######## rangefinder_sample_capture ########
Figure 1. Cell placement (rangefinder_sample_capture).
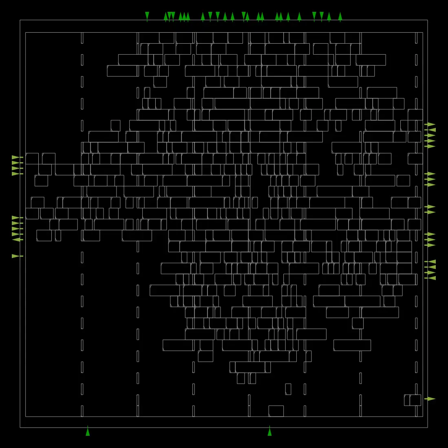

File: src/rtl/rangefinder_capture_pkg.sv
// Shared types and helpers for the rangefinder sample capture block.
// Contents: capture FSM state enum, default widths/timeout, and the
// record-length clamp used when cfg_length is latched at trigger.
package rangefinder_capture_pkg;

  localparam int ADDR_W_DEF         = 8;
  localparam int DATA_W_DEF         = 8;
  localparam int TIMEOUT_CYCLES_DEF = 4096;

  typedef enum logic [1:0] {
    ST_IDLE,
    ST_ARMED,
    ST_CAPTURE,
    ST_DONE
  } state_t;

  // A length of 0 or anything above the RAM depth means "fill the whole RAM".
  function automatic int unsigned eff_length(input int unsigned cfg_length,
                                             input int unsigned depth);
    return ((cfg_length == 0) || (cfg_length > depth)) ? depth : cfg_length;
  endfunction

endpackage

File: src/rtl/rangefinder_capture_peak.sv
// Peak tracker for the capture record (built only with RANGEFINDER_CAPTURE_PEAK_EN).
// Watches the RAM write strobe and keeps the largest sample written so far and
// its address. A later equal sample does not replace the earlier one.
// Ports:
//   clk, reset   clock, synchronous active-high reset
//   clear        zero the peak (asserted on the trigger cycle)
//   wr_en        RAM write strobe
//   wr_addr      RAM write address
//   wr_data      RAM write data
//   peak_value   largest sample in the current/last record
//   peak_addr    address of the first occurrence of peak_value
`ifdef RANGEFINDER_CAPTURE_PEAK_EN
module rangefinder_capture_peak #(
  parameter int ADDR_W = 8,
  parameter int DATA_W = 8
) (
  input  logic              clk,
  input  logic              reset,
  input  logic              clear,
  input  logic              wr_en,
  input  logic [ADDR_W-1:0] wr_addr,
  input  logic [DATA_W-1:0] wr_data,
  output logic [DATA_W-1:0] peak_value,
  output logic [ADDR_W-1:0] peak_addr
);

  always_ff @(posedge clk) begin
    if (reset || clear) begin
      peak_value <= '0;
      peak_addr  <= '0;
    end else if (wr_en && (wr_data > peak_value)) begin
      peak_value <= wr_data;
      peak_addr  <= wr_addr;
    end
  end

endmodule
`endif

File: src/rtl/rangefinder_sample_capture.sv
// Write-side master for the dual-port sample RAM. After arm and a laser-fire
// trigger, ADC samples are written sequentially to RAM port 2 starting at
// address 0 until the configured record length is reached, the capture times
// out, or abort is pulsed.
// Optional feature macro: RANGEFINDER_CAPTURE_PEAK_EN adds peak_value/peak_addr.
// Ports:
//   clk, reset      clock, synchronous active-high reset
//   arm             pulse: IDLE/DONE -> ARMED, clears done/error
//   abort           pulse: any state -> IDLE
//   trigger         starts capture when ARMED; cfg_length latched here
//   cfg_length      samples per record (0 or > depth means full depth)
//   sample_valid    ADC sample strobe
//   sample_data     ADC sample
//   ram_*           RAM port 2 (address/chipselect/write/writedata/clken)
//   busy            ARMED or CAPTURE
//   done, error     sticky completion / timeout flags
//   wr_count        samples written in the current/last record
//   peak_value/addr (with RANGEFINDER_CAPTURE_PEAK_EN) record maximum
//
// state      | meaning
// ST_IDLE    | waiting for arm
// ST_ARMED   | waiting for trigger
// ST_CAPTURE | writing samples, timeout timer running
// ST_DONE    | record complete, waiting for re-arm
module rangefinder_sample_capture
  import rangefinder_capture_pkg::*;
#(
  parameter int ADDR_W         = ADDR_W_DEF,
  parameter int DATA_W         = DATA_W_DEF,
  parameter int TIMEOUT_CYCLES = TIMEOUT_CYCLES_DEF
) (
  input  logic              clk,
  input  logic              reset,
  input  logic              arm,
  input  logic              abort,
  input  logic              trigger,
  input  logic [ADDR_W:0]   cfg_length,
  input  logic              sample_valid,
  input  logic [DATA_W-1:0] sample_data,
  output logic [ADDR_W-1:0] ram_address,
  output logic              ram_chipselect,
  output logic              ram_write,
  output logic [DATA_W-1:0] ram_writedata,
  output logic              ram_clken,
  output logic              busy,
  output logic              done,
  output logic              error,
  output logic [ADDR_W:0]   wr_count
`ifdef RANGEFINDER_CAPTURE_PEAK_EN
  ,
  output logic [DATA_W-1:0] peak_value,
  output logic [ADDR_W-1:0] peak_addr
`endif
);

  localparam int DEPTH = 2 ** ADDR_W;
  localparam int TW    = (TIMEOUT_CYCLES > 1) ? $clog2(TIMEOUT_CYCLES) : 1;
  localparam logic [TW-1:0] TIMER_LAST = TW'(TIMEOUT_CYCLES - 1);

  state_t          state_q, state_d;
  logic [ADDR_W:0] len_q;
  logic [TW-1:0]   timer_q;
  logic            start, accept, finish, timeout, clear_flags;

  assign ram_clken = 1'b1;
  assign busy      = (state_q == ST_ARMED) || (state_q == ST_CAPTURE);

  always_ff @(posedge clk) begin
    if (reset) state_q <= ST_IDLE;
    else       state_q <= state_d;
  end

  // The cycle after the last accepted sample is still CAPTURE (the write strobe
  // is on the bus); further samples are refused by the wr_count == len_q check,
  // and done is raised on the way to ST_DONE so it trails the final strobe.
  always_comb begin
    state_d     = state_q;
    start       = 1'b0;
    accept      = 1'b0;
    finish      = 1'b0;
    timeout     = 1'b0;
    clear_flags = arm && ((state_q == ST_IDLE) || (state_q == ST_DONE));
    case (state_q)
      ST_IDLE:  if (arm) state_d = ST_ARMED;
      ST_ARMED: begin
        if (trigger) begin
          state_d = ST_CAPTURE;
          start   = 1'b1;
        end
      end
      ST_CAPTURE: begin
        if (wr_count == len_q) begin
          state_d = ST_DONE;
          finish  = 1'b1;
        end else if (sample_valid) begin
          accept = 1'b1;
        end else if (timer_q == TIMER_LAST) begin
          state_d = ST_IDLE;
          timeout = 1'b1;
        end
      end
      ST_DONE:  if (arm) state_d = ST_ARMED;
      default:  state_d = ST_IDLE;
    endcase
    if (abort) begin
      state_d     = ST_IDLE;
      start       = 1'b0;
      accept      = 1'b0;
      finish      = 1'b0;
      timeout     = 1'b0;
      clear_flags = 1'b1;
    end
  end

  always_ff @(posedge clk) begin
    if (reset) begin
      ram_address    <= '0;
      ram_chipselect <= 1'b0;
      ram_write      <= 1'b0;
      ram_writedata  <= '0;
      done           <= 1'b0;
      error          <= 1'b0;
      wr_count       <= '0;
      len_q          <= '0;
      timer_q        <= '0;
    end else begin
      ram_chipselect <= 1'b0;
      ram_write      <= 1'b0;
      if (clear_flags) begin
        done  <= 1'b0;
        error <= 1'b0;
      end
      if (start) begin
        len_q    <= (ADDR_W + 1)'(eff_length(32'(cfg_length), DEPTH));
        wr_count <= '0;
        timer_q  <= '0;
      end
      // The write address is the running count: records always start at 0.
      if (accept) begin
        ram_chipselect <= 1'b1;
        ram_write      <= 1'b1;
        ram_address    <= wr_count[ADDR_W-1:0];
        ram_writedata  <= sample_data;
        wr_count       <= wr_count + 1'b1;
        timer_q        <= '0;
      end else if (state_q == ST_CAPTURE) begin
        timer_q <= timer_q + 1'b1;
      end
      if (finish)  done  <= 1'b1;
      if (timeout) error <= 1'b1;
    end
  end

`ifdef RANGEFINDER_CAPTURE_PEAK_EN
  rangefinder_capture_peak #(
    .ADDR_W (ADDR_W),
    .DATA_W (DATA_W)
  ) u_peak (
    .clk        (clk),
    .reset      (reset),
    .clear      (start),
    .wr_en      (ram_write),
    .wr_addr    (ram_address),
    .wr_data    (ram_writedata),
    .peak_value (peak_value),
    .peak_addr  (peak_addr)
  );
`else
  // Peak tracking not built.
`endif

endmodule
File: config.mk
export PLATFORM = sky130hd
export DESIGN_NAME = rangefinder_sample_capture
export DESIGN_NICKNAME = d
export VERILOG_FILES = /design/src/rtl/rangefinder_capture_pkg.sv /design/src/rtl/rangefinder_capture_peak.sv /design/src/rtl/rangefinder_sample_capture.sv
export SDC_FILE = /design/constraint.sdc
export NUM_CORES = 1
export LEC_CHECK = 0
export ABC_AREA = 1
export CORE_UTILIZATION = 26
export DETAILED_ROUTE_END_ITERATION = 16
export GPL_TIMING_DRIVEN = 0
export PLACE_DENSITY = 0.58
export RECOVER_POWER = 100
export SLEW_MARGIN = 20
export SYNTH_ARGS = -nofsm -noshare
export SYNTH_HDL_FRONTEND = slang
export SYNTH_SLANG_ARGS = --single-unit
export TNS_END_PERCENT = 20
File: constraint.sdc
create_clock -name clk -period 1.3 [get_ports clk]
set_input_delay 0.26 -clock clk [delete_from_list [all_inputs] [get_ports clk]]
set_output_delay 0.26 -clock clk [all_outputs]
set_load 0.02 [all_outputs]
######## display_frame_read_sched_flat ########
==> src/rtl/display_sched_pkg.sv <==
// Shared types and constants for the display frame read scheduler.
// Buffer base table is built by repeated addition so no multiplier is inferred.
package display_sched_pkg;

    localparam int unsigned DEF_FRAME_WIDTH     = 540;
    localparam int unsigned DEF_FRAME_HEIGHT    = 540;
    localparam int unsigned DEF_NUM_BUFS        = 3;
    localparam int unsigned DEF_MAX_OUTSTANDING = 2;

    localparam int unsigned LINE_BEATS      = DEF_FRAME_WIDTH / 2;
    localparam int unsigned LINE_BYTES      = DEF_FRAME_WIDTH * 4;
    localparam int unsigned DEF_FRAME_BYTES = LINE_BYTES * DEF_FRAME_HEIGHT;

    localparam int unsigned ADDR_W      = 32;
    localparam int unsigned LEN_W       = 16;
    localparam int unsigned LINE_CNT_W  = 12;
    localparam int unsigned FRAME_CNT_W = 16;
    localparam int unsigned BUF_IDX_W   = 2;
    localparam int unsigned CREDIT_W    = 3;
    localparam int unsigned MAX_BUFS    = 4;

    typedef logic [MAX_BUFS-1:0][ADDR_W-1:0] buf_table_t;

    typedef enum logic [1:0] {
        StIdle,
        StIssue,
        StWaitCredit,
        StDrain
    } sched_state_e;

    function automatic buf_table_t buf_base_table(logic [ADDR_W-1:0] base,
                                                  logic [ADDR_W-1:0] stride);
        buf_table_t t;
        t[0] = base;
        t[1] = t[0] + stride;
        t[2] = t[1] + stride;
        t[3] = t[2] + stride;
        return t;
    endfunction

    localparam buf_table_t BUF_BASE = buf_base_table(32'h0000_0000, DEF_FRAME_BYTES);

endpackage

==> src/rtl/display_frame_read_sched_if.sv <==
// DMA read command channel plus line-completion return.
interface display_frame_read_sched_if;
    import display_sched_pkg::*;

    logic              cmd_valid;
    logic              cmd_ready;
    logic [ADDR_W-1:0] cmd_addr;
    logic [LEN_W-1:0]  cmd_len;
    logic              line_done;

    modport master (
        output cmd_valid,
        output cmd_addr,
        output cmd_len,
        input  cmd_ready,
        input  line_done
    );

    modport slave (
        input  cmd_valid,
        input  cmd_addr,
        input  cmd_len,
        output cmd_ready,
        output line_done
    );

endinterface

==> src/rtl/display_sched_credit_cnt.sv <==
// Outstanding-line counter: up on command handshake, down on line completion.
// Never underflows on a stray line_done and never counts past MAX_OUTSTANDING.
module display_sched_credit_cnt
    import display_sched_pkg::*;
#(
    parameter int unsigned MAX_OUTSTANDING = DEF_MAX_OUTSTANDING
) (
    input  logic clk,
    input  logic rst,
    input  logic inc,
    input  logic dec,
    output logic credit_ok,
    output logic cnt_zero
);

    logic [CREDIT_W-1:0] count_q, count_d;
    logic                inc_ok, dec_ok;

    assign inc_ok = inc && (32'(count_q) < MAX_OUTSTANDING);
    assign dec_ok = dec && (count_q != '0);

    always_comb begin
        count_d = count_q;
        if (inc_ok && !dec_ok) begin
            count_d = count_q + 1'b1;
        end else if (dec_ok && !inc_ok) begin
            count_d = count_q - 1'b1;
        end
    end

    always_ff @(posedge clk or posedge rst) begin
        if (rst) begin
            count_q <= '0;
        end else begin
            count_q <= count_d;
        end
    end

    assign credit_ok = 32'(count_q) < MAX_OUTSTANDING;
    assign cnt_zero  = (count_q == '0);

endmodule

==> src/rtl/display_frame_read_sched.sv <==
// Frame-synchronous display DMA read scheduler: one read command per line of the
// most recently completed frame buffer, gated by line credits and FIFO space.
module display_frame_read_sched
    import display_sched_pkg::*;
#(
    parameter int unsigned     FRAME_WIDTH     = DEF_FRAME_WIDTH,
    parameter int unsigned     FRAME_HEIGHT    = DEF_FRAME_HEIGHT,
    parameter logic [31:0]     BASE_ADDR       = 32'h0000_0000,
    parameter int unsigned     FRAME_BYTES     = FRAME_WIDTH * FRAME_HEIGHT * 4,
    parameter int unsigned     NUM_BUFS        = DEF_NUM_BUFS,
    parameter int unsigned     MAX_OUTSTANDING = DEF_MAX_OUTSTANDING
) (
    input  logic                       clk,
    input  logic                       rst,
    input  logic                       enable,
    input  logic                       frame_start,
    input  logic                       wr_buf_valid,
    input  logic [BUF_IDX_W-1:0]       wr_buf_idx,
    input  logic                       space_ok,
    display_frame_read_sched_if.master dma,
    output logic                       busy,
    output logic [BUF_IDX_W-1:0]       rd_buf_idx,
    output logic [LINE_CNT_W-1:0]      line_cnt,
    output logic [FRAME_CNT_W-1:0]     frame_cnt,
    output logic                       err_frame_late,
    output logic                       err_no_buffer
);

    localparam buf_table_t              BASE_TAB    = buf_base_table(BASE_ADDR,
                                                                     32'(FRAME_BYTES));
    localparam logic [ADDR_W-1:0]       LINE_STRIDE = 32'(FRAME_WIDTH * 4);
    localparam logic [LEN_W-1:0]        LINE_LEN    = 16'(FRAME_WIDTH / 2);
    localparam logic [LINE_CNT_W-1:0]   LAST_LINE   = 12'(FRAME_HEIGHT - 1);

    sched_state_e             state_q;
    logic                     cmd_valid_q;
    logic [ADDR_W-1:0]        addr_q;
    logic                     busy_q;
    logic [BUF_IDX_W-1:0]     rd_buf_idx_q;
    logic [LINE_CNT_W-1:0]    line_cnt_q;
    logic [FRAME_CNT_W-1:0]   frame_cnt_q;
    logic                     err_frame_late_q;
    logic                     err_no_buffer_q;

    logic handshake;
    logic credit_ok;
    logic cnt_zero;
    logic buf_ok;

    assign handshake = cmd_valid_q && dma.cmd_ready;
    assign buf_ok    = wr_buf_valid && (32'(wr_buf_idx) < NUM_BUFS);

    display_sched_credit_cnt #(
        .MAX_OUTSTANDING (MAX_OUTSTANDING)
    ) u_credit (
        .clk       (clk),
        .rst       (rst),
        .inc       (handshake),
        .dec       (dma.line_done),
        .credit_ok (credit_ok),
        .cnt_zero  (cnt_zero)
    );

    always_ff @(posedge clk or posedge rst) begin
        if (rst) begin
            state_q          <= StIdle;
            cmd_valid_q      <= 1'b0;
            addr_q           <= '0;
            busy_q           <= 1'b0;
            rd_buf_idx_q     <= '0;
            line_cnt_q       <= '0;
            frame_cnt_q      <= '0;
            err_frame_late_q <= 1'b0;
            err_no_buffer_q  <= 1'b0;
        end else begin
            // Any non-idle state counts as busy, including the DRAIN exit cycle.
            if (frame_start && (state_q != StIdle)) begin
                err_frame_late_q <= 1'b1;
            end

            unique case (state_q)
                StIdle: begin
                    if (frame_start && enable) begin
                        if (buf_ok) begin
                            rd_buf_idx_q <= wr_buf_idx;
                            addr_q       <= BASE_TAB[wr_buf_idx];
                            line_cnt_q   <= '0;
                            busy_q       <= 1'b1;
                            state_q      <= StIssue;
                        end else begin
                            err_no_buffer_q <= 1'b1;
                        end
                    end
                end

                StIssue, StWaitCredit: begin
                    if (cmd_valid_q) begin
                        // Command stays frozen until accepted.
                        if (dma.cmd_ready) begin
                            cmd_valid_q <= 1'b0;
                            addr_q      <= addr_q + LINE_STRIDE;
                            line_cnt_q  <= line_cnt_q + 1'b1;
                            if (line_cnt_q == LAST_LINE) begin
                                state_q <= StDrain;
                            end
                        end
                    end else if (credit_ok && space_ok) begin
                        cmd_valid_q <= 1'b1;
                        state_q     <= StIssue;
                    end else begin
                        state_q <= StWaitCredit;
                    end
                end

                StDrain: begin
                    if (cnt_zero) begin
                        frame_cnt_q <= frame_cnt_q + 1'b1;
                        busy_q      <= 1'b0;
                        state_q     <= StIdle;
                    end
                end

                default: state_q <= StIdle;
            endcase
        end
    end

    assign dma.cmd_valid  = cmd_valid_q;
    assign dma.cmd_addr   = addr_q;
    assign dma.cmd_len    = LINE_LEN;
    assign busy           = busy_q;
    assign rd_buf_idx     = rd_buf_idx_q;
    assign line_cnt       = line_cnt_q;
    assign frame_cnt      = frame_cnt_q;
    assign err_frame_late = err_frame_late_q;
    assign err_no_buffer  = err_no_buffer_q;

endmodule

==> src/flat_wrapper.sv <==
// flat-port wrapper written by rule: the top's interface ports become plain ports
module display_frame_read_sched_flat import display_sched_pkg::*;
#(
    parameter int unsigned     FRAME_WIDTH     = DEF_FRAME_WIDTH,
    parameter int unsigned     FRAME_HEIGHT    = DEF_FRAME_HEIGHT,
    parameter logic [31:0]     BASE_ADDR       = 32'h0000_0000,
    parameter int unsigned     FRAME_BYTES     = FRAME_WIDTH * FRAME_HEIGHT * 4,
    parameter int unsigned     NUM_BUFS        = DEF_NUM_BUFS,
    parameter int unsigned     MAX_OUTSTANDING = DEF_MAX_OUTSTANDING
)
  (clk, rst, enable, frame_start, wr_buf_valid, wr_buf_idx, space_ok, busy, rd_buf_idx, line_cnt, frame_cnt, err_frame_late, err_no_buffer, dma_cmd_valid, dma_cmd_addr, dma_cmd_len, dma_cmd_ready, dma_line_done);
  display_frame_read_sched_if dma_i ();
  input  logic clk;
  input  logic rst;
  input  logic enable;
  input  logic frame_start;
  input  logic wr_buf_valid;
  input  logic [BUF_IDX_W-1:0] wr_buf_idx;
  input  logic space_ok;
  output logic busy;
  output logic [BUF_IDX_W-1:0] rd_buf_idx;
  output logic [LINE_CNT_W-1:0] line_cnt;
  output logic [FRAME_CNT_W-1:0] frame_cnt;
  output logic err_frame_late;
  output logic err_no_buffer;
  output wire logic [$bits(dma_i.cmd_valid)-1:0] dma_cmd_valid;
  output wire logic [$bits(dma_i.cmd_addr)-1:0] dma_cmd_addr;
  output wire logic [$bits(dma_i.cmd_len)-1:0] dma_cmd_len;
  input wire logic [$bits(dma_i.cmd_ready)-1:0] dma_cmd_ready;
  input wire logic [$bits(dma_i.line_done)-1:0] dma_line_done;
  assign dma_cmd_valid = dma_i.cmd_valid;
  assign dma_cmd_addr = dma_i.cmd_addr;
  assign dma_cmd_len = dma_i.cmd_len;
  assign dma_i.cmd_ready = dma_cmd_ready;
  assign dma_i.line_done = dma_line_done;
  display_frame_read_sched #(.FRAME_WIDTH(FRAME_WIDTH), .FRAME_HEIGHT(FRAME_HEIGHT), .BASE_ADDR(BASE_ADDR), .FRAME_BYTES(FRAME_BYTES), .NUM_BUFS(NUM_BUFS), .MAX_OUTSTANDING(MAX_OUTSTANDING)) u_core (.clk(clk), .rst(rst), .enable(enable), .frame_start(frame_start), .wr_buf_valid(wr_buf_valid), .wr_buf_idx(wr_buf_idx), .space_ok(space_ok), .dma(dma_i), .busy(busy), .rd_buf_idx(rd_buf_idx), .line_cnt(line_cnt), .frame_cnt(frame_cnt), .err_frame_late(err_frame_late), .err_no_buffer(err_no_buffer));
endmodule
==> config.mk <==
export PLATFORM = sky130hd
export DESIGN_NAME = display_frame_read_sched_flat
export DESIGN_NICKNAME = d
export VERILOG_FILES = /design/src/rtl/display_sched_pkg.sv /design/src/rtl/display_frame_read_sched_if.sv /design/src/rtl/display_sched_credit_cnt.sv /design/src/rtl/display_frame_read_sched.sv /design/src/flat_wrapper.sv
export SDC_FILE = /design/constraint.sdc
export NUM_CORES = 1
export LEC_CHECK = 0
export ABC_AREA = 1
export CAP_MARGIN = 20
export CORE_UTILIZATION = 45
export DETAILED_ROUTE_END_ITERATION = 10
export GPL_TIMING_DRIVEN = 0
export PLACE_DENSITY = 0.8
export SYNTH_ARGS = -nofsm -noshare
export SYNTH_HDL_FRONTEND = slang
export SYNTH_SLANG_ARGS = --single-unit
==> constraint.sdc <==
create_clock -name clk -period 2.1 [get_ports clk]
set_clock_uncertainty 0.15 [all_clocks]
set_input_delay 0.21 -clock clk [delete_from_list [all_inputs] [get_ports clk]]
set_output_delay 0.21 -clock clk [all_outputs]
set_load 0.005 [all_outputs]
######## seq_multiplier ########
==> config.mk <==
export PLATFORM = sky130hd
export DESIGN_NAME = seq_multiplier
export DESIGN_NICKNAME = d
export VERILOG_FILES = /design/src/rtl/seq_multiplier.sv
export SDC_FILE = /design/constraint.sdc
export NUM_CORES = 1
export LEC_CHECK = 0
export ABC_AREA = 1
export CELL_PAD_IN_SITES_DETAIL_PLACEMENT = 0
export CELL_PAD_IN_SITES_GLOBAL_PLACEMENT = 1
export CORE_MARGIN = 2
export CORE_UTILIZATION = 30
export DETAILED_ROUTE_END_ITERATION = 16
export PLACE_DENSITY_LB_ADDON = 0.2
export SETUP_SLACK_MARGIN = 0.05
export SYNTH_ARGS = -nofsm -noshare
export SYNTH_HDL_FRONTEND = slang
export SYNTH_SLANG_ARGS = --single-unit
==> constraint.sdc <==
create_clock -name clk -period 2.85 [get_ports clk]
set_input_delay 0.57 -clock clk [delete_from_list [all_inputs] [get_ports clk]]
set_output_delay 0.57 -clock clk [all_outputs]
set_load 0.02 [all_outputs]
==> src/rtl/seq_multiplier.sv <==
// seq_multiplier: radix-2 shift-add unsigned multiplier, N-bit operands, 16-bit product.
// Latency: start sampled at edge k -> done pulse and valid prod in the cycle after edge k+N.
// Backpressure: none; start is ignored while busy, and start in DONE chains a new operation.
//
// Ports:
//   clk    - clock, all state changes on the rising edge
//   rst_n  - synchronous active-low reset
//   start  - begin a multiply (accepted in IDLE or DONE)
//   a, b   - unsigned multiplicand / multiplier, captured on the accepting edge
//   prod   - a*b zero-extended to 16 bits, held from one DONE to the next
//   busy   - high while in CALC
//   done   - one-cycle completion pulse (state DONE)
module seq_multiplier #(
  parameter int N = 6
) (
  input  logic         clk,
  input  logic         rst_n,
  input  logic         start,
  input  logic [N-1:0] a,
  input  logic [N-1:0] b,
  output logic [15:0]  prod,
  output logic         busy,
  output logic         done
);

  localparam int CW = $clog2(N + 1);

  localparam logic [1:0] ST_IDLE = 2'd0;
  localparam logic [1:0] ST_CALC = 2'd1;
  localparam logic [1:0] ST_DONE = 2'd2;

  logic [1:0]     state_q,  state_d;
  logic [2*N-1:0] mcand_q,  mcand_d;
  logic [N-1:0]   mplier_q, mplier_d;
  logic [2*N-1:0] acc_q,    acc_d;
  logic [CW-1:0]  cnt_q,    cnt_d;
  logic [15:0]    prod_q,   prod_d;

  always_comb begin
    state_d  = state_q;
    mcand_d  = mcand_q;
    mplier_d = mplier_q;
    acc_d    = acc_q;
    cnt_d    = cnt_q;
    prod_d   = prod_q;

    case (state_q)
      ST_CALC: begin
        if (mplier_q[0]) begin
          acc_d = acc_q + mcand_q;
        end
        mcand_d  = mcand_q << 1;
        mplier_d = mplier_q >> 1;
        cnt_d    = cnt_q + CW'(1);
        // Last iteration: publish the updated accumulator in the same edge,
        // so done lands exactly N edges after the capture edge.
        if (cnt_q == CW'(N - 1)) begin
          prod_d  = 16'(acc_d);
          state_d = ST_DONE;
        end
      end
      default: begin
        // IDLE and DONE behave identically: start chains, otherwise rest in IDLE.
        if (start) begin
          mcand_d  = {{N{1'b0}}, a};
          mplier_d = b;
          acc_d    = '0;
          cnt_d    = '0;
          state_d  = ST_CALC;
        end else begin
          state_d  = ST_IDLE;
        end
      end
    endcase
  end

  always_ff @(posedge clk) begin
    if (!rst_n) begin
      state_q  <= ST_IDLE;
      mcand_q  <= '0;
      mplier_q <= '0;
      acc_q    <= '0;
      cnt_q    <= '0;
      prod_q   <= '0;
    end else begin
      state_q  <= state_d;
      mcand_q  <= mcand_d;
      mplier_q <= mplier_d;
      acc_q    <= acc_d;
      cnt_q    <= cnt_d;
      prod_q   <= prod_d;
    end
  end

  assign prod = prod_q;
  assign busy = (state_q == ST_CALC);
  assign done = (state_q == ST_DONE);

endmodule

Figure 2. Cell placement (seq_multiplier).
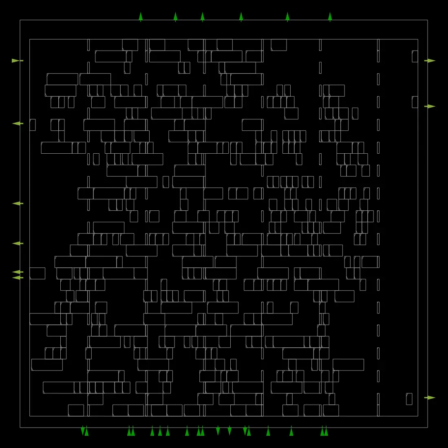
Filler Cells Inserted: 871
sequential cell area share: 31.0%
core occupancy in the finished layout: 36.5%
Core ar.: 8300 um^2

==> qor.log, seq_multiplier <==
qor: critical_path.timing.critical_path.required 2280 ps
qor: layout.clockBufferCount 5
qor: global_route.maximum_number_of_pins_on_one_net_before_global_route_repair 28
qor: route.highest_metal_layer_with_signal_wires met4
qor: run_status.outcome finished, final reports clean
qor: layout.layout.cells.non_filler 497
qor: synthesis.yosys_warnings 0
qor: global_route.busiest_layer met2
qor: critical_path.worst_r2r_path_depth 10
qor: floorplanning.fp-row-count 33
qor: synthesis.netlist_area 2600 um^2
qor: synthesis.area_leaders sky130_fd_sc_hd__dfxtp_1 (36%), sky130_fd_sc_hd__nand2_1 (16%), sky130_fd_sc_hd__ha_1 (6.3%)
qor: layout.multiInputCombCellCount 265
qor: layout.final_cell_mix sky130_fd_sc_hd__nand2_1 (108), sky130_fd_sc_hd__dfxtp_1 (47), sky130_fd_sc_hd__inv_1 (37), sky130_fd_sc_hd__clkdlybuf4s50_1 (28), sky130_fd_sc_hd__nand3_1 (26)
qor: floorplanning.taps 105
qor: global_route.grt_overflow_total 0
qor: layout.num-nonclk-buffers 33
qor: clock_network.cts_max_level 2
qor: global_route.number_of_global_route_vias_before_repair 2,183
qor: synthesis.synth.lib_cells_used.distinct 34
qor: final_timing.slew_violations 0
qor: global_route.grt.total_usage 14.2%
qor: synthesis.ys_cells 367
qor: clock_network.cts-root-to-sink-buffers 2
qor: critical_path.worst-setup-path-type register to output port
qor: power.p_switching 0.333 mW
qor: layout.non_clock_inverter_count 41
qor: clock_network.tritoncts.num_buffers 5
qor: layout.fraction_of_final_layout_cells_with_drive_strength_greater_than_1 11.0%
qor: power.share_seq_of_total_power 55.7%
qor: synthesis.postSynthSeqShare 36.2%
qor: floorplanning.starting_density 31.3%
qor: critical_path.critical_path.reg2reg.endpoint acc_q[6]
qor: synthesis.ys_area 2600 um^2
## seq_multiplier: critical path, stage by stage, from the launching register on
cell and delay, ps:
sky130_fd_sc_hd__dfxtp_1 380, sky130_fd_sc_hd__nand2_4 150, sky130_fd_sc_hd__inv_4 290, sky130_fd_sc_hd__clkdlybuf4s50_1 670
## seq_multiplier: logic make-up after synthesis
logic type | count (synthesis) | synth area share, %
AOI/OAI and AO/OA | 58 | 12.8
xor gates and xnor gates | 6 | 2.02
adders and majority gates | 14 | 7.03
buffers and inverters | 58 | 9.97
DFF | 47 | 36.2
other | 1 | 0.144
and+or+nand+nor | 183 | 31.9
## seq_multiplier: registers in the layout (all words and copies together) (netlist names)
register  count
acc_q        12
mcand_q      12
state_q       2
cnt_q         3
mplier_q      6
prod         12
## seq_multiplier: through the flow
stage | cell area [um^2] | util [%] | total power [mW]
after floorplan | 2610 | - | 0.827
after global placement | 2960 | 35.6 | 0.880
after detailed placement | 2960 | 35.6 | 0.880
after CTS | 3030 | 36.5 | 1.26
after global routing | 3030 | 36.5 | 1.31
final | 3030 | 36.5 | 1.24
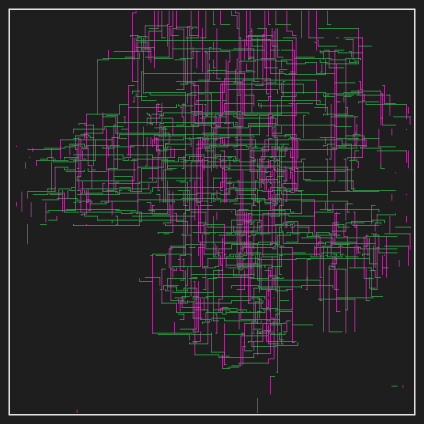
Figure 3: rangefinder_sample_capture, wiring by layer.
Scale: 4 px per um. Two of the layers only.
[met2] magenta | wire length: 3,360 um
[met1] green | wire length: 3,460 um

About Figure 1:
Cell Count, Final, Fillers Out: 567
well tap count: 129
count of sequential standard cells: 51
core occupancy in the finished layout: 41.9%
Filler Cells Inserted: 965

==> qor.log, rangefinder_sample_capture <==
qor: critical_path.worst_r2r_path_depth 10
qor: synthesis.ys_cells 351
qor: route.dr_total_vias 2,601
qor: clock_network.cts_repair_resized_insts 109
qor: synthesis.netlist_area 2550 um^2
qor: synthesis.mux_share 0%
qor: synthesis.synth.lib_cells_used.distinct 37
qor: critical_path.rr_startpoint wr_count[4]
qor: run.drv_cap 0
qor: global_route.grt_overflow_total 0
qor: final_timing.final_critical_path_setup_slack -215 ps
qor: run_status.violations negative setup slack
qor: final_timing.hold_violations 0
qor: power.worst_ir_drop_on_vdd 0.000354 V
qor: critical_path.critical_path_depth 10
qor: final_timing.timing.final.setup_violations 50
qor: power.total_power 3.03 mW
qor: floorplanning.fp-row-count 35
qor: synthesis.synthesis.instances 351
qor: run_status.outcome complete, but fails checks
qor: place.placed_area 3270 um^2
qor: place.post-place-ws -659 ps
qor: critical_path.critical_path.top_delay_family simple AND/OR/NAND/NOR gates
qor: final_timing.timing.fmax 660 MHz
qor: critical_path.critical_path_buf_inv_count 2
qor: synthesis.numSynthFlops 51
qor: power.cellLeakagePower 1.61 nW
qor: place.place.gp.congestion 0.814
qor: final_timing.setup-tns-final -7010 ps
qor: min_path.worst_hold_path_ep len_q[7]
qor: route.detail_route.wirelength 7.26 mm
-- rangefinder_sample_capture: state kept, by name (all words and copies together), names as in the netlist --
register and cells:
timer_q 12, done 1, len_q 9, ram_writedata 8, ram_write 1, state_q 2, error 1, wr_count 9
ram_address 8
-- rangefinder_sample_capture: cell type report --
cell class                 instances  area share, %
multi-input combinational        247           39.9
sequential                        51           27.0
timing repair buffer              78           18.3
buffer                            19           4.59
tap                              129           4.11
inverter                          35           3.64
clock buffer                       6           2.10
clock inverter                     2          0.415
-- rangefinder_sample_capture: routing by layer --
metal	up-vias	routed length [um]	global-route usage, %
met3	10	307	1.87
li1	1317	-	-
met4	0	134	6.13
met5	-	0	0
met2	62	3350	23.4
met1	1212	3460	20.2
-- rangefinder_sample_capture: power by group --
group	total (mW)	switching, mW	internal [mW]
Combinational	0.459	0.249	0.211
Clock	1.00	0.565	0.436
Sequential	1.57	0.0159	1.56
-- rangefinder_sample_capture: cells by family after synthesis --
kind of cell / Yosys count
adders and majority gates: 6
xor gates and xnor gates: 9
AOI/OAI and AO/OA: 47
buffers and inverters: 54
and+or+nand+nor: 183
DFF: 51
other: 1
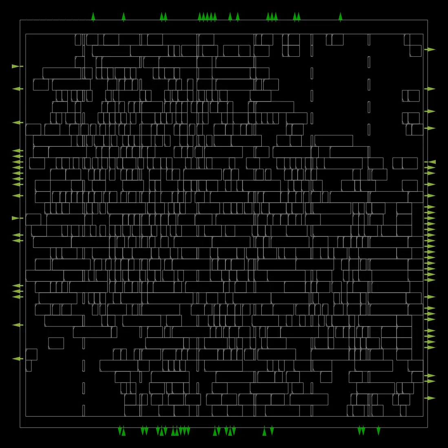
Figure 4: display_frame_read_sched_flat, cell placement.
well tap count: 108
count of sequential standard cells: 67
Filler Cells Inserted: 809

==> qor.log, display_frame_read_sched_flat <==
qor: synthesis.synthesis.instances 570
qor: route.count_of_antenna_violating_nets_left_after_detailed_routing 0
qor: final_timing.worst_hold_slack 233 ps
qor: critical_path.worst-setup-path-type input port to register
qor: route.post-route-drc-count 0
qor: layout.fraction_of_final_layout_cells_with_drive_strength_greater_than_1 13.0%
qor: layout.layout.cells.non_filler 793
qor: run_status.outcome finished, final reports clean
qor: power.cellLeakagePower 2.60 nW
qor: synthesis.postSynthSeqShare 39.9%
qor: route.routed_wire_length_per_instance 13.8 um
qor: layout.final_cell_mix sky130_fd_sc_hd__nand2_1 (169), sky130_fd_sc_hd__clkdlybuf4s50_1 (71), sky130_fd_sc_hd__inv_1 (69), sky130_fd_sc_hd__dfrtp_1 (67), sky130_fd_sc_hd__nor2_1 (55)
qor: synthesis.cell_type_with_the_largest_total_area_after_synthesis sky130_fd_sc_hd__dfrtp_1
qor: power.pwr.group.combinational 3.26 mW
qor: critical_path.timing.critical_path.slowest_cell_delay 560 ps
qor: synthesis.post-synth-top-count-cell sky130_fd_sc_hd__nand2_1
qor: final_timing.timing.final.setup_violations 0
qor: global_route.grt_antenna_before_repair 0
qor: layout.final_util 61.1%
display_frame_read_sched_flat: layer usage:
layer  track usage, %  part of all wire (%)
met1             29.4                    43
met2             38.8                    49
met3             5.60                   7.1
met4             8.84                   1.4
met5                0                     0
display_frame_read_sched_flat: area by class of cell:
| type | count | area [um^2] | area share (%) |
|---|---|---|---|
| sequential | 67 | 1680 | 30.9 |
| inverter | 75 | 292 | 5.37 |
| clock inverter | 5 | 61.3 | 1.13 |
| timing repair inverter | 1 | 5.00 | 0.0922 |
| buffer | 29 | 206 | 3.80 |
| clock buffer | 10 | 138 | 2.54 |
| tap | 108 | 135 | 2.49 |
| timing repair buffer | 81 | 786 | 14.5 |
| multi-input combinational | 417 | 2130 | 39.2 |
display_frame_read_sched_flat: stage by stage:
step                area (um^2)  setup WS, ps  power (mW)  setup TNS (ps)
global route               5430         -73.6        6.82           -73.6
global placement           5110         -1130        4.80          -81590
CTS                        5320         -19.7        6.07           -42.4
floorplan                  4270          56.8        3.74               0
detailed placement         5110          -320        4.91           -6960
finish                     5430          77.6        6.35               0

######## beam_thresh_loader_flat ########
Figure 5. Ports around the boundary (beam_thresh_loader_flat).
Pins as bars across the die edge, other pins in grey.
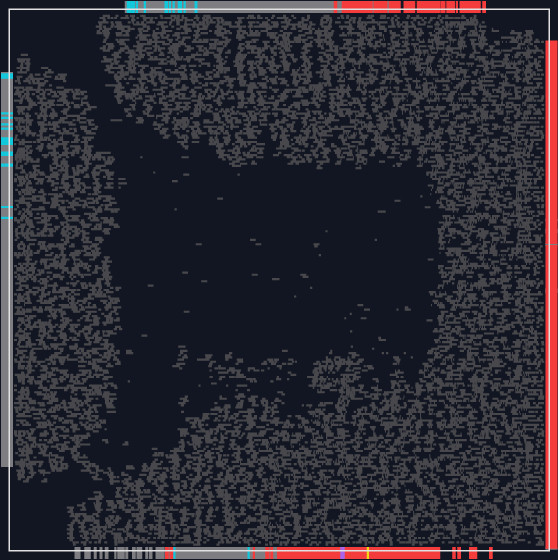
Figure 6. Power grid (beam_thresh_loader_flat).
Pins as bars on the die edge. Tap cells in grey.
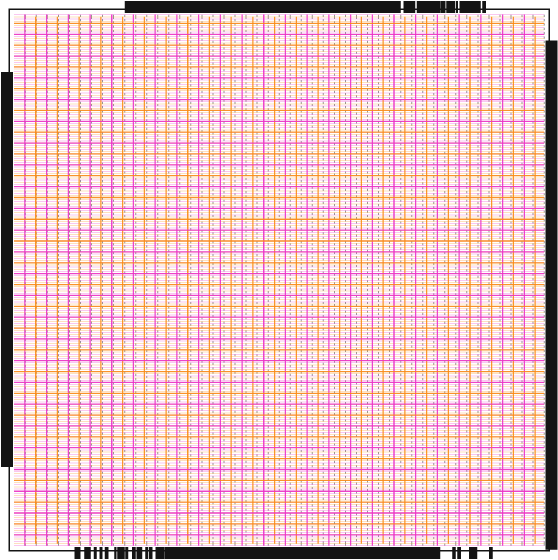
===== config.mk =====
export PLATFORM = sky130hd
export DESIGN_NAME = beam_thresh_loader_flat
export DESIGN_NICKNAME = d
export VERILOG_FILES = /design/src/rtl/beam_thresh_loader_pkg.sv /design/src/rtl/beam_thresh_loader_if.sv /design/src/rtl/beam_thresh_loader_cursor.sv /design/src/rtl/beam_thresh_loader.sv /design/src/flat_wrapper.sv
export SDC_FILE = /design/constraint.sdc
export NUM_CORES = 2
export LEC_CHECK = 0
export CAP_MARGIN = 10
export CORE_AREA = 5 5 668 670
export DETAILED_ROUTE_END_ITERATION = 16
export DIE_AREA = 0 0 673 675
export PLACE_DENSITY = 0.47
export SYNTH_ARGS = -nofsm -noshare
export SYNTH_HDL_FRONTEND = slang
export SYNTH_SLANG_ARGS = --single-unit

===== constraint.sdc =====
create_clock -name aclk -period 4 [get_ports aclk]
set_clock_uncertainty 0.05 [all_clocks]
set_input_delay 0.6 -clock aclk [delete_from_list [all_inputs] [get_ports aclk]]
set_output_delay 0.6 -clock aclk [all_outputs]
set_load 0.02 [all_outputs]

===== src/rtl/beam_thresh_loader_pkg.sv =====
// Shared types and constants for the beam threshold loader, the upstream
// threshold writer and the downstream trigger comparators.
package beam_thresh_pkg;

  localparam int unsigned TWIDTH_DEF = 18;

  // Lane 0 of the threshold bus carries even beam 2k, lane 1 carries odd beam 2k+1.
  localparam int unsigned LANE_EVEN = 0;
  localparam int unsigned LANE_ODD  = 1;

  typedef enum logic [1:0] {
    ST_IDLE = 2'd0,
    ST_LOAD = 2'd1,
    ST_FULL = 2'd2,
    ST_ERR  = 2'd3
  } ld_state_e;

  function automatic int unsigned ndual(input int unsigned nbeams);
    return (nbeams + 1) / 2;
  endfunction

  function automatic int unsigned idx_width(input int unsigned nd);
    return (nd > 1) ? $clog2(nd) : 1;
  endfunction

endpackage


===== src/rtl/beam_thresh_loader_if.sv =====
// Serial dual-lane threshold write stream from the WISHBONE threshold block.
interface beam_thresh_loader_if import beam_thresh_pkg::*; #(
    parameter int unsigned TWIDTH = TWIDTH_DEF
);
    logic [2*TWIDTH-1:0] thresh_i;
    logic [1:0]          thresh_wr_i;
    logic [1:0]          thresh_update_i;

    modport master (output thresh_i, output thresh_wr_i, output thresh_update_i);
    modport slave  (input  thresh_i, input  thresh_wr_i, input  thresh_update_i);
endinterface


===== src/rtl/beam_thresh_loader_cursor.sv =====
// Write cursor: pair index counting down from NDUAL-1 plus a delta/trig half bit.
// last_o flags the slot whose write completes the whole set.
module beam_thresh_cursor import beam_thresh_pkg::*; #(
    parameter  int unsigned NDUAL = 23,
    localparam int unsigned IW    = idx_width(NDUAL)
) (
    input  logic          aclk,
    input  logic          aresetn,
    input  logic          step_i,
    input  logic          clear_i,
    output logic [IW-1:0] idx_o,
    output logic          half_o,
    output logic          last_o
);
    localparam logic [IW-1:0] IDX_START = IW'(NDUAL - 1);

    logic [IW-1:0] idx_q, idx_d;
    logic          half_q, half_d;

    assign last_o = (idx_q == '0) && half_q;
    assign idx_o  = idx_q;
    assign half_o = half_q;

    always_comb begin
        // NOTE: defaults first so every path assigns every output; no latch can form.
        idx_d  = idx_q;
        half_d = half_q;
        if (clear_i || (step_i && last_o)) begin
            idx_d  = IDX_START;
            half_d = 1'b0;
        end else if (step_i) begin
            half_d = ~half_q;
            if (half_q) idx_d = idx_q - IW'(1);
        end
    end

    always_ff @(posedge aclk or negedge aresetn) begin
        // NOTE: non-blocking assignments so every register samples pre-edge values.
        if (!aresetn) begin
            idx_q  <= IDX_START;
            half_q <= 1'b0;
        end else begin
            idx_q  <= idx_d;
            half_q <= half_d;
        end
    end
endmodule


===== src/rtl/beam_thresh_loader.sv =====
// Assembles the dual-lane threshold stream into per-beam shadow registers and
// commits them atomically on update. Optional BEAM_THRESH_LOADER_STATS_EN adds counters.
module beam_thresh_loader import beam_thresh_pkg::*; #(
    parameter int unsigned       NBEAMS      = 46,
    parameter int unsigned       TWIDTH      = TWIDTH_DEF,
    parameter logic [TWIDTH-1:0] RESET_TRIG  = 18'h3FFFF,
    parameter logic [TWIDTH-1:0] RESET_DELTA = 18'h00000
) (
    input  logic                     aclk,
    input  logic                     aresetn,
    beam_thresh_loader_if.slave      wr_if,
    output logic [NBEAMS*TWIDTH-1:0] trig_thresh_o,
    output logic [NBEAMS*TWIDTH-1:0] delta_thresh_o,
    output logic                     thresh_valid_o,
    output logic                     commit_o,
    output logic                     load_err_o
`ifdef BEAM_THRESH_LOADER_STATS_EN
    ,
    output logic [15:0]              commit_count_o,
    output logic [15:0]              err_count_o
`endif
);
    localparam int unsigned NDUAL = ndual(NBEAMS);
    localparam int unsigned IW    = idx_width(NDUAL);

    logic [TWIDTH-1:0] lane0, lane1;
    logic              wr_stb, upd_stb, lane_mis;

    assign lane0    = wr_if.thresh_i[LANE_EVEN*TWIDTH +: TWIDTH];
    assign lane1    = wr_if.thresh_i[LANE_ODD*TWIDTH +: TWIDTH];
    assign wr_stb   = wr_if.thresh_wr_i[0];
    assign upd_stb  = wr_if.thresh_update_i[0];
    assign lane_mis = (wr_if.thresh_wr_i[0] ^ wr_if.thresh_wr_i[1]) |
                      (wr_if.thresh_update_i[0] ^ wr_if.thresh_update_i[1]);

    logic [IW-1:0] idx;
    logic          half, last, step, clear;

    beam_thresh_cursor #(.NDUAL(NDUAL)) u_cursor (
        .aclk    (aclk),
        .aresetn (aresetn),
        .step_i  (step),
        .clear_i (clear),
        .idx_o   (idx),
        .half_o  (half),
        .last_o  (last)
    );

    ld_state_e state_q, state_d;
    logic      do_commit, do_err;
    logic      commit_q, err_q, valid_q;

    always_comb begin
        state_d   = state_q;
        step      = 1'b0;
        clear     = 1'b0;
        do_commit = 1'b0;
        do_err    = 1'b0;
        if (lane_mis) begin
            state_d = ST_ERR;
            clear   = 1'b1;
            do_err  = 1'b1;
        end else begin
            unique case (state_q)
                ST_IDLE: if (wr_stb && !upd_stb) begin
                    step    = 1'b1;
                    state_d = ST_LOAD;
                end
                ST_LOAD: if (upd_stb) begin
                    // A write that completes the set commits alongside the update.
                    if (wr_stb && last) begin
                        step      = 1'b1;
                        do_commit = 1'b1;
                    end else begin
                        clear  = 1'b1;
                        do_err = 1'b1;
                    end
                    state_d = ST_IDLE;
                end else if (wr_stb) begin
                    step = 1'b1;
                    if (last) state_d = ST_FULL;
                end
                ST_FULL: if (upd_stb) begin
                    do_commit = 1'b1;
                    clear     = 1'b1;
                    state_d   = ST_IDLE;
                end else if (wr_stb) begin
                    state_d = ST_ERR;
                end
                ST_ERR: if (upd_stb) begin
                    do_err  = 1'b1;
                    clear   = 1'b1;
                    state_d = ST_IDLE;
                end
                default: state_d = ST_IDLE;
            endcase
        end
    end

    always_ff @(posedge aclk or negedge aresetn) begin
        if (!aresetn) begin
            state_q  <= ST_IDLE;
            commit_q <= 1'b0;
            err_q    <= 1'b0;
            valid_q  <= 1'b0;
        end else begin
            state_q  <= state_d;
            commit_q <= do_commit;
            err_q    <= do_err;
            if (do_commit) valid_q <= 1'b1;
        end
    end

    // Shadow next-state doubles as the commit source so the final pair bypasses the register.
    logic [TWIDTH-1:0] sh_trig_q  [NBEAMS];
    logic [TWIDTH-1:0] sh_delta_q [NBEAMS];
    logic [TWIDTH-1:0] sh_trig_d  [NBEAMS];
    logic [TWIDTH-1:0] sh_delta_d [NBEAMS];
    logic [TWIDTH-1:0] act_trig_q [NBEAMS];
    logic [TWIDTH-1:0] act_delta_q[NBEAMS];
    logic [31:0]       beam_lo;

    assign beam_lo = {{(31-IW){1'b0}}, idx, 1'b0};

    always_comb begin
        for (int unsigned b = 0; b < NBEAMS; b++) begin
            sh_trig_d[b]  = sh_trig_q[b];
            sh_delta_d[b] = sh_delta_q[b];
            if (step && (b == beam_lo || b == beam_lo + 1)) begin
                if (half) sh_trig_d[b]  = (b == beam_lo) ? lane0 : lane1;
                else      sh_delta_d[b] = (b == beam_lo) ? lane0 : lane1;
            end
        end
    end

    // NOTE: shadow storage has no reset; only a complete load can reach the active set.
    always_ff @(posedge aclk) begin
        sh_trig_q  <= sh_trig_d;
        sh_delta_q <= sh_delta_d;
    end

    always_ff @(posedge aclk or negedge aresetn) begin
        if (!aresetn) begin
            for (int unsigned b = 0; b < NBEAMS; b++) begin
                act_trig_q[b]  <= RESET_TRIG;
                act_delta_q[b] <= RESET_DELTA;
            end
        end else if (do_commit) begin
            act_trig_q  <= sh_trig_d;
            act_delta_q <= sh_delta_d;
        end
    end

    for (genvar b = 0; b < NBEAMS; b++) begin : g_pack
        assign trig_thresh_o[b*TWIDTH +: TWIDTH]  = act_trig_q[b];
        assign delta_thresh_o[b*TWIDTH +: TWIDTH] = act_delta_q[b];
    end

    assign thresh_valid_o = valid_q;
    assign commit_o       = commit_q;
    assign load_err_o     = err_q;

`ifdef BEAM_THRESH_LOADER_STATS_EN
    logic [15:0] commit_cnt_q, err_cnt_q;

    always_ff @(posedge aclk or negedge aresetn) begin
        if (!aresetn) begin
            commit_cnt_q <= '0;
            err_cnt_q    <= '0;
        end else begin
            if (do_commit && commit_cnt_q != '1) commit_cnt_q <= commit_cnt_q + 16'd1;
            if (do_err && err_cnt_q != '1)       err_cnt_q    <= err_cnt_q + 16'd1;
        end
    end

    assign commit_count_o = commit_cnt_q;
    assign err_count_o    = err_cnt_q;
`endif
endmodule


===== src/flat_wrapper.sv =====
// flat-port wrapper written by rule: the top's interface ports become plain ports
module beam_thresh_loader_flat import beam_thresh_pkg::*;
#(
    parameter int unsigned       NBEAMS      = 46,
    parameter int unsigned       TWIDTH      = TWIDTH_DEF,
    parameter logic [TWIDTH-1:0] RESET_TRIG  = 18'h3FFFF,
    parameter logic [TWIDTH-1:0] RESET_DELTA = 18'h00000
)
  (aclk, aresetn, trig_thresh_o, delta_thresh_o, thresh_valid_o, commit_o, load_err_o, wr_if_thresh_i, wr_if_thresh_wr_i, wr_if_thresh_update_i);
  beam_thresh_loader_if #(.TWIDTH(TWIDTH)) wr_if_i ();
  input  logic aclk;
  input  logic aresetn;
  output logic [NBEAMS*TWIDTH-1:0] trig_thresh_o;
  output logic [NBEAMS*TWIDTH-1:0] delta_thresh_o;
  output logic thresh_valid_o;
  output logic commit_o;
  output logic load_err_o;
  input wire logic [$bits(wr_if_i.thresh_i)-1:0] wr_if_thresh_i;
  input wire logic [$bits(wr_if_i.thresh_wr_i)-1:0] wr_if_thresh_wr_i;
  input wire logic [$bits(wr_if_i.thresh_update_i)-1:0] wr_if_thresh_update_i;
  assign wr_if_i.thresh_i = wr_if_thresh_i;
  assign wr_if_i.thresh_wr_i = wr_if_thresh_wr_i;
  assign wr_if_i.thresh_update_i = wr_if_thresh_update_i;
  beam_thresh_loader #(.NBEAMS(NBEAMS), .TWIDTH(TWIDTH), .RESET_TRIG(RESET_TRIG), .RESET_DELTA(RESET_DELTA)) u_core (.aclk(aclk), .aresetn(aresetn), .wr_if(wr_if_i), .trig_thresh_o(trig_thresh_o), .delta_thresh_o(delta_thresh_o), .thresh_valid_o(thresh_valid_o), .commit_o(commit_o), .load_err_o(load_err_o));
endmodule

==> qor.log <==
qor: final_timing.timing.fmax 276 MHz
qor: layout.seq_area_share 49.4%
qor: clock_network.cts-root-to-sink-buffers 4
qor: critical_path.worst_r2r_path_depth 8
qor: final_timing.setup-tns-final 0 ps
qor: place.place.port_buffers 1,700
qor: clock_network.postCtsSetupBuffers 0
qor: synthesis.mappedNetlistNets 9,455
qor: global_route.global_route_wire_length_before_repair 644 mm
qor: critical_path.critical_path.reg2reg.endpoint u_core.sh_trig_q[180]
qor: floorplanning.chipWidth 673 um
qor: final_timing.timing.final.setup_violations 0
qor: critical_path.worstSetupStartpoint u_core.u_cursor.idx_o[0]
qor: place.hpwl 318 mm
qor: synthesis.ys_sh_adder 0.0969%
qor: layout.clockBufferCount 588
qor: run.drv_cap 0
qor: critical_path.timing.critical_path.slowest_cell_delay 560 ps
qor: layout.layout.area.comb 37,900 um^2
qor: synthesis.ys_cells 9,404
qor: synthesis.netlist_area 116,000 um^2
qor: synthesis.yosys_warnings 0
qor: layout.sequential_cell_area 75,900 um^2
qor: final_timing.slew_violations 0
qor: synthesis.ys_area 116,000 um^2
qor: layout.fraction_of_final_layout_cells_with_drive_strength_greater_than_1 33.6%
qor: route.first_iter_violations 4,952
qor: critical_path.critical_path.slowest_cell sky130_fd_sc_hd__or4b_1
qor: critical_path.critical_path_buf_inv_count 2
qor: route.drtPass1Iterations 5
qor: synthesis.synth.cellmix.compoundShare 2.64%
qor: final_timing.slew-limit-headroom 16.4%
qor: run_status.outcome finished, final reports clean
## Picture notes: Figure 5
[wr_if_thresh_wr_i] purple | pins: 2 | direction: input | edge: south
[wr_if_thresh_i] cyan | pins: 36 | direction: input | edge: 18 west, 16 north, 2 south
[thresh_valid_o] yellow | pins: 1 | direction: output | edge: south
[trig_thresh_o] red | pins: 828 | direction: output | edge: 459 east, 233 south, 136 north

## Picture notes: Figure 6
[VDD] orange
[VSS] magenta
met4 straps: 48
met5 straps: 48
signal pins: 1,701

[stage by stage]
step                instances  utilization, %  hold slack [ps]  worst slack, ps
detailed placement      16600            32.1              335             -142
finish                  17400            34.9              162              371
CTS                     17300            34.9             55.3              358
global route            17300            34.9             84.7              245
global placement        16600            32.1              329             -143
floorplan                9404               -              254             1030
[registers in the layout (all words and copies together) (netlist names)]
signal / flops
u_core.thresh_valid_o: 1
u_core.u_cursor.idx_o: 5
u_core.commit_o: 1
u_core.trig_thresh_o: 828
u_core.load_err_o: 1
u_core.sh_trig_q: 828
u_core.sh_delta_q: 828
u_core.delta_thresh_o: 828
u_core.state_q: 2
u_core.u_cursor.half_o: 1
[timing repair]
action | CTS | global route
endpoints found under the hold margin | 32 | 0
hold buffers | 4 | 0
gates resized | 0 | 0
[layer usage]
metal / track usage [%] / share of wire [%]
met1: 25.1 / 42
met2: 33.0 / 47
met3: 4.88 / 7.0
met4: 7.65 / 4.2
met5: 0 / 0
[where the power goes]
part	internal, mW	switching, mW
registers	35.8	1.80
logic	3.23	4.60
clock network	20.0	14.4


## Gallery

Wiring by layer.
picture 1
Scale: 1 px per um. Two of the layers only.
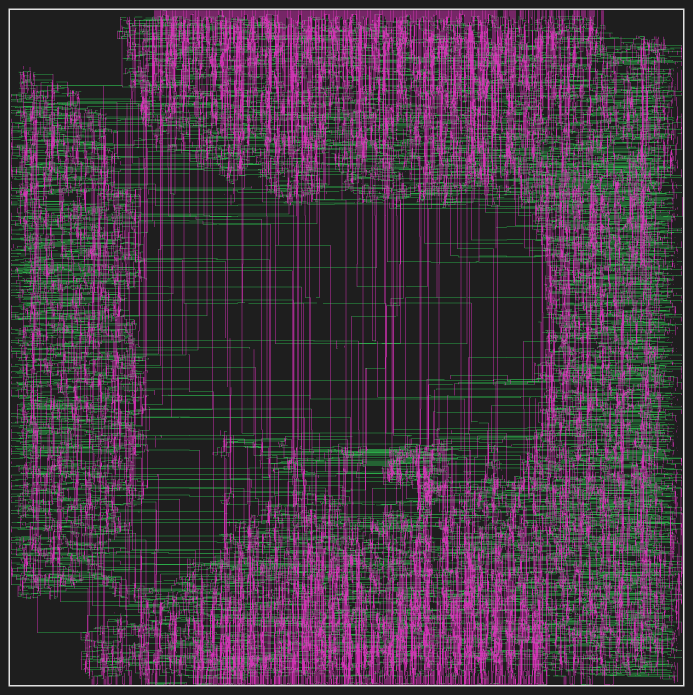
picture 2
Scale: 4 px per um. Two of the layers only.
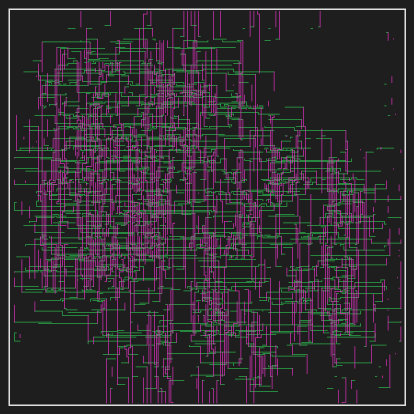
picture 3
Scale: 4 px per um. Two of the layers only.
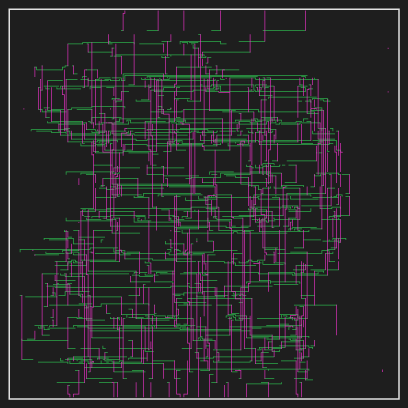
display_frame_read_sched_flat: picture 2
beam_thresh_loader_flat: picture 1
seq_multiplier: picture 3
The one with the most wire is picture 1.
The one with the least wire is picture 3.

Key to picture 2:
[met2] magenta | wire length: 5,340 um
[met1] green | wire length: 4,640 um

Power figures rest on the tool's default switching activity, not on a simulated workload.
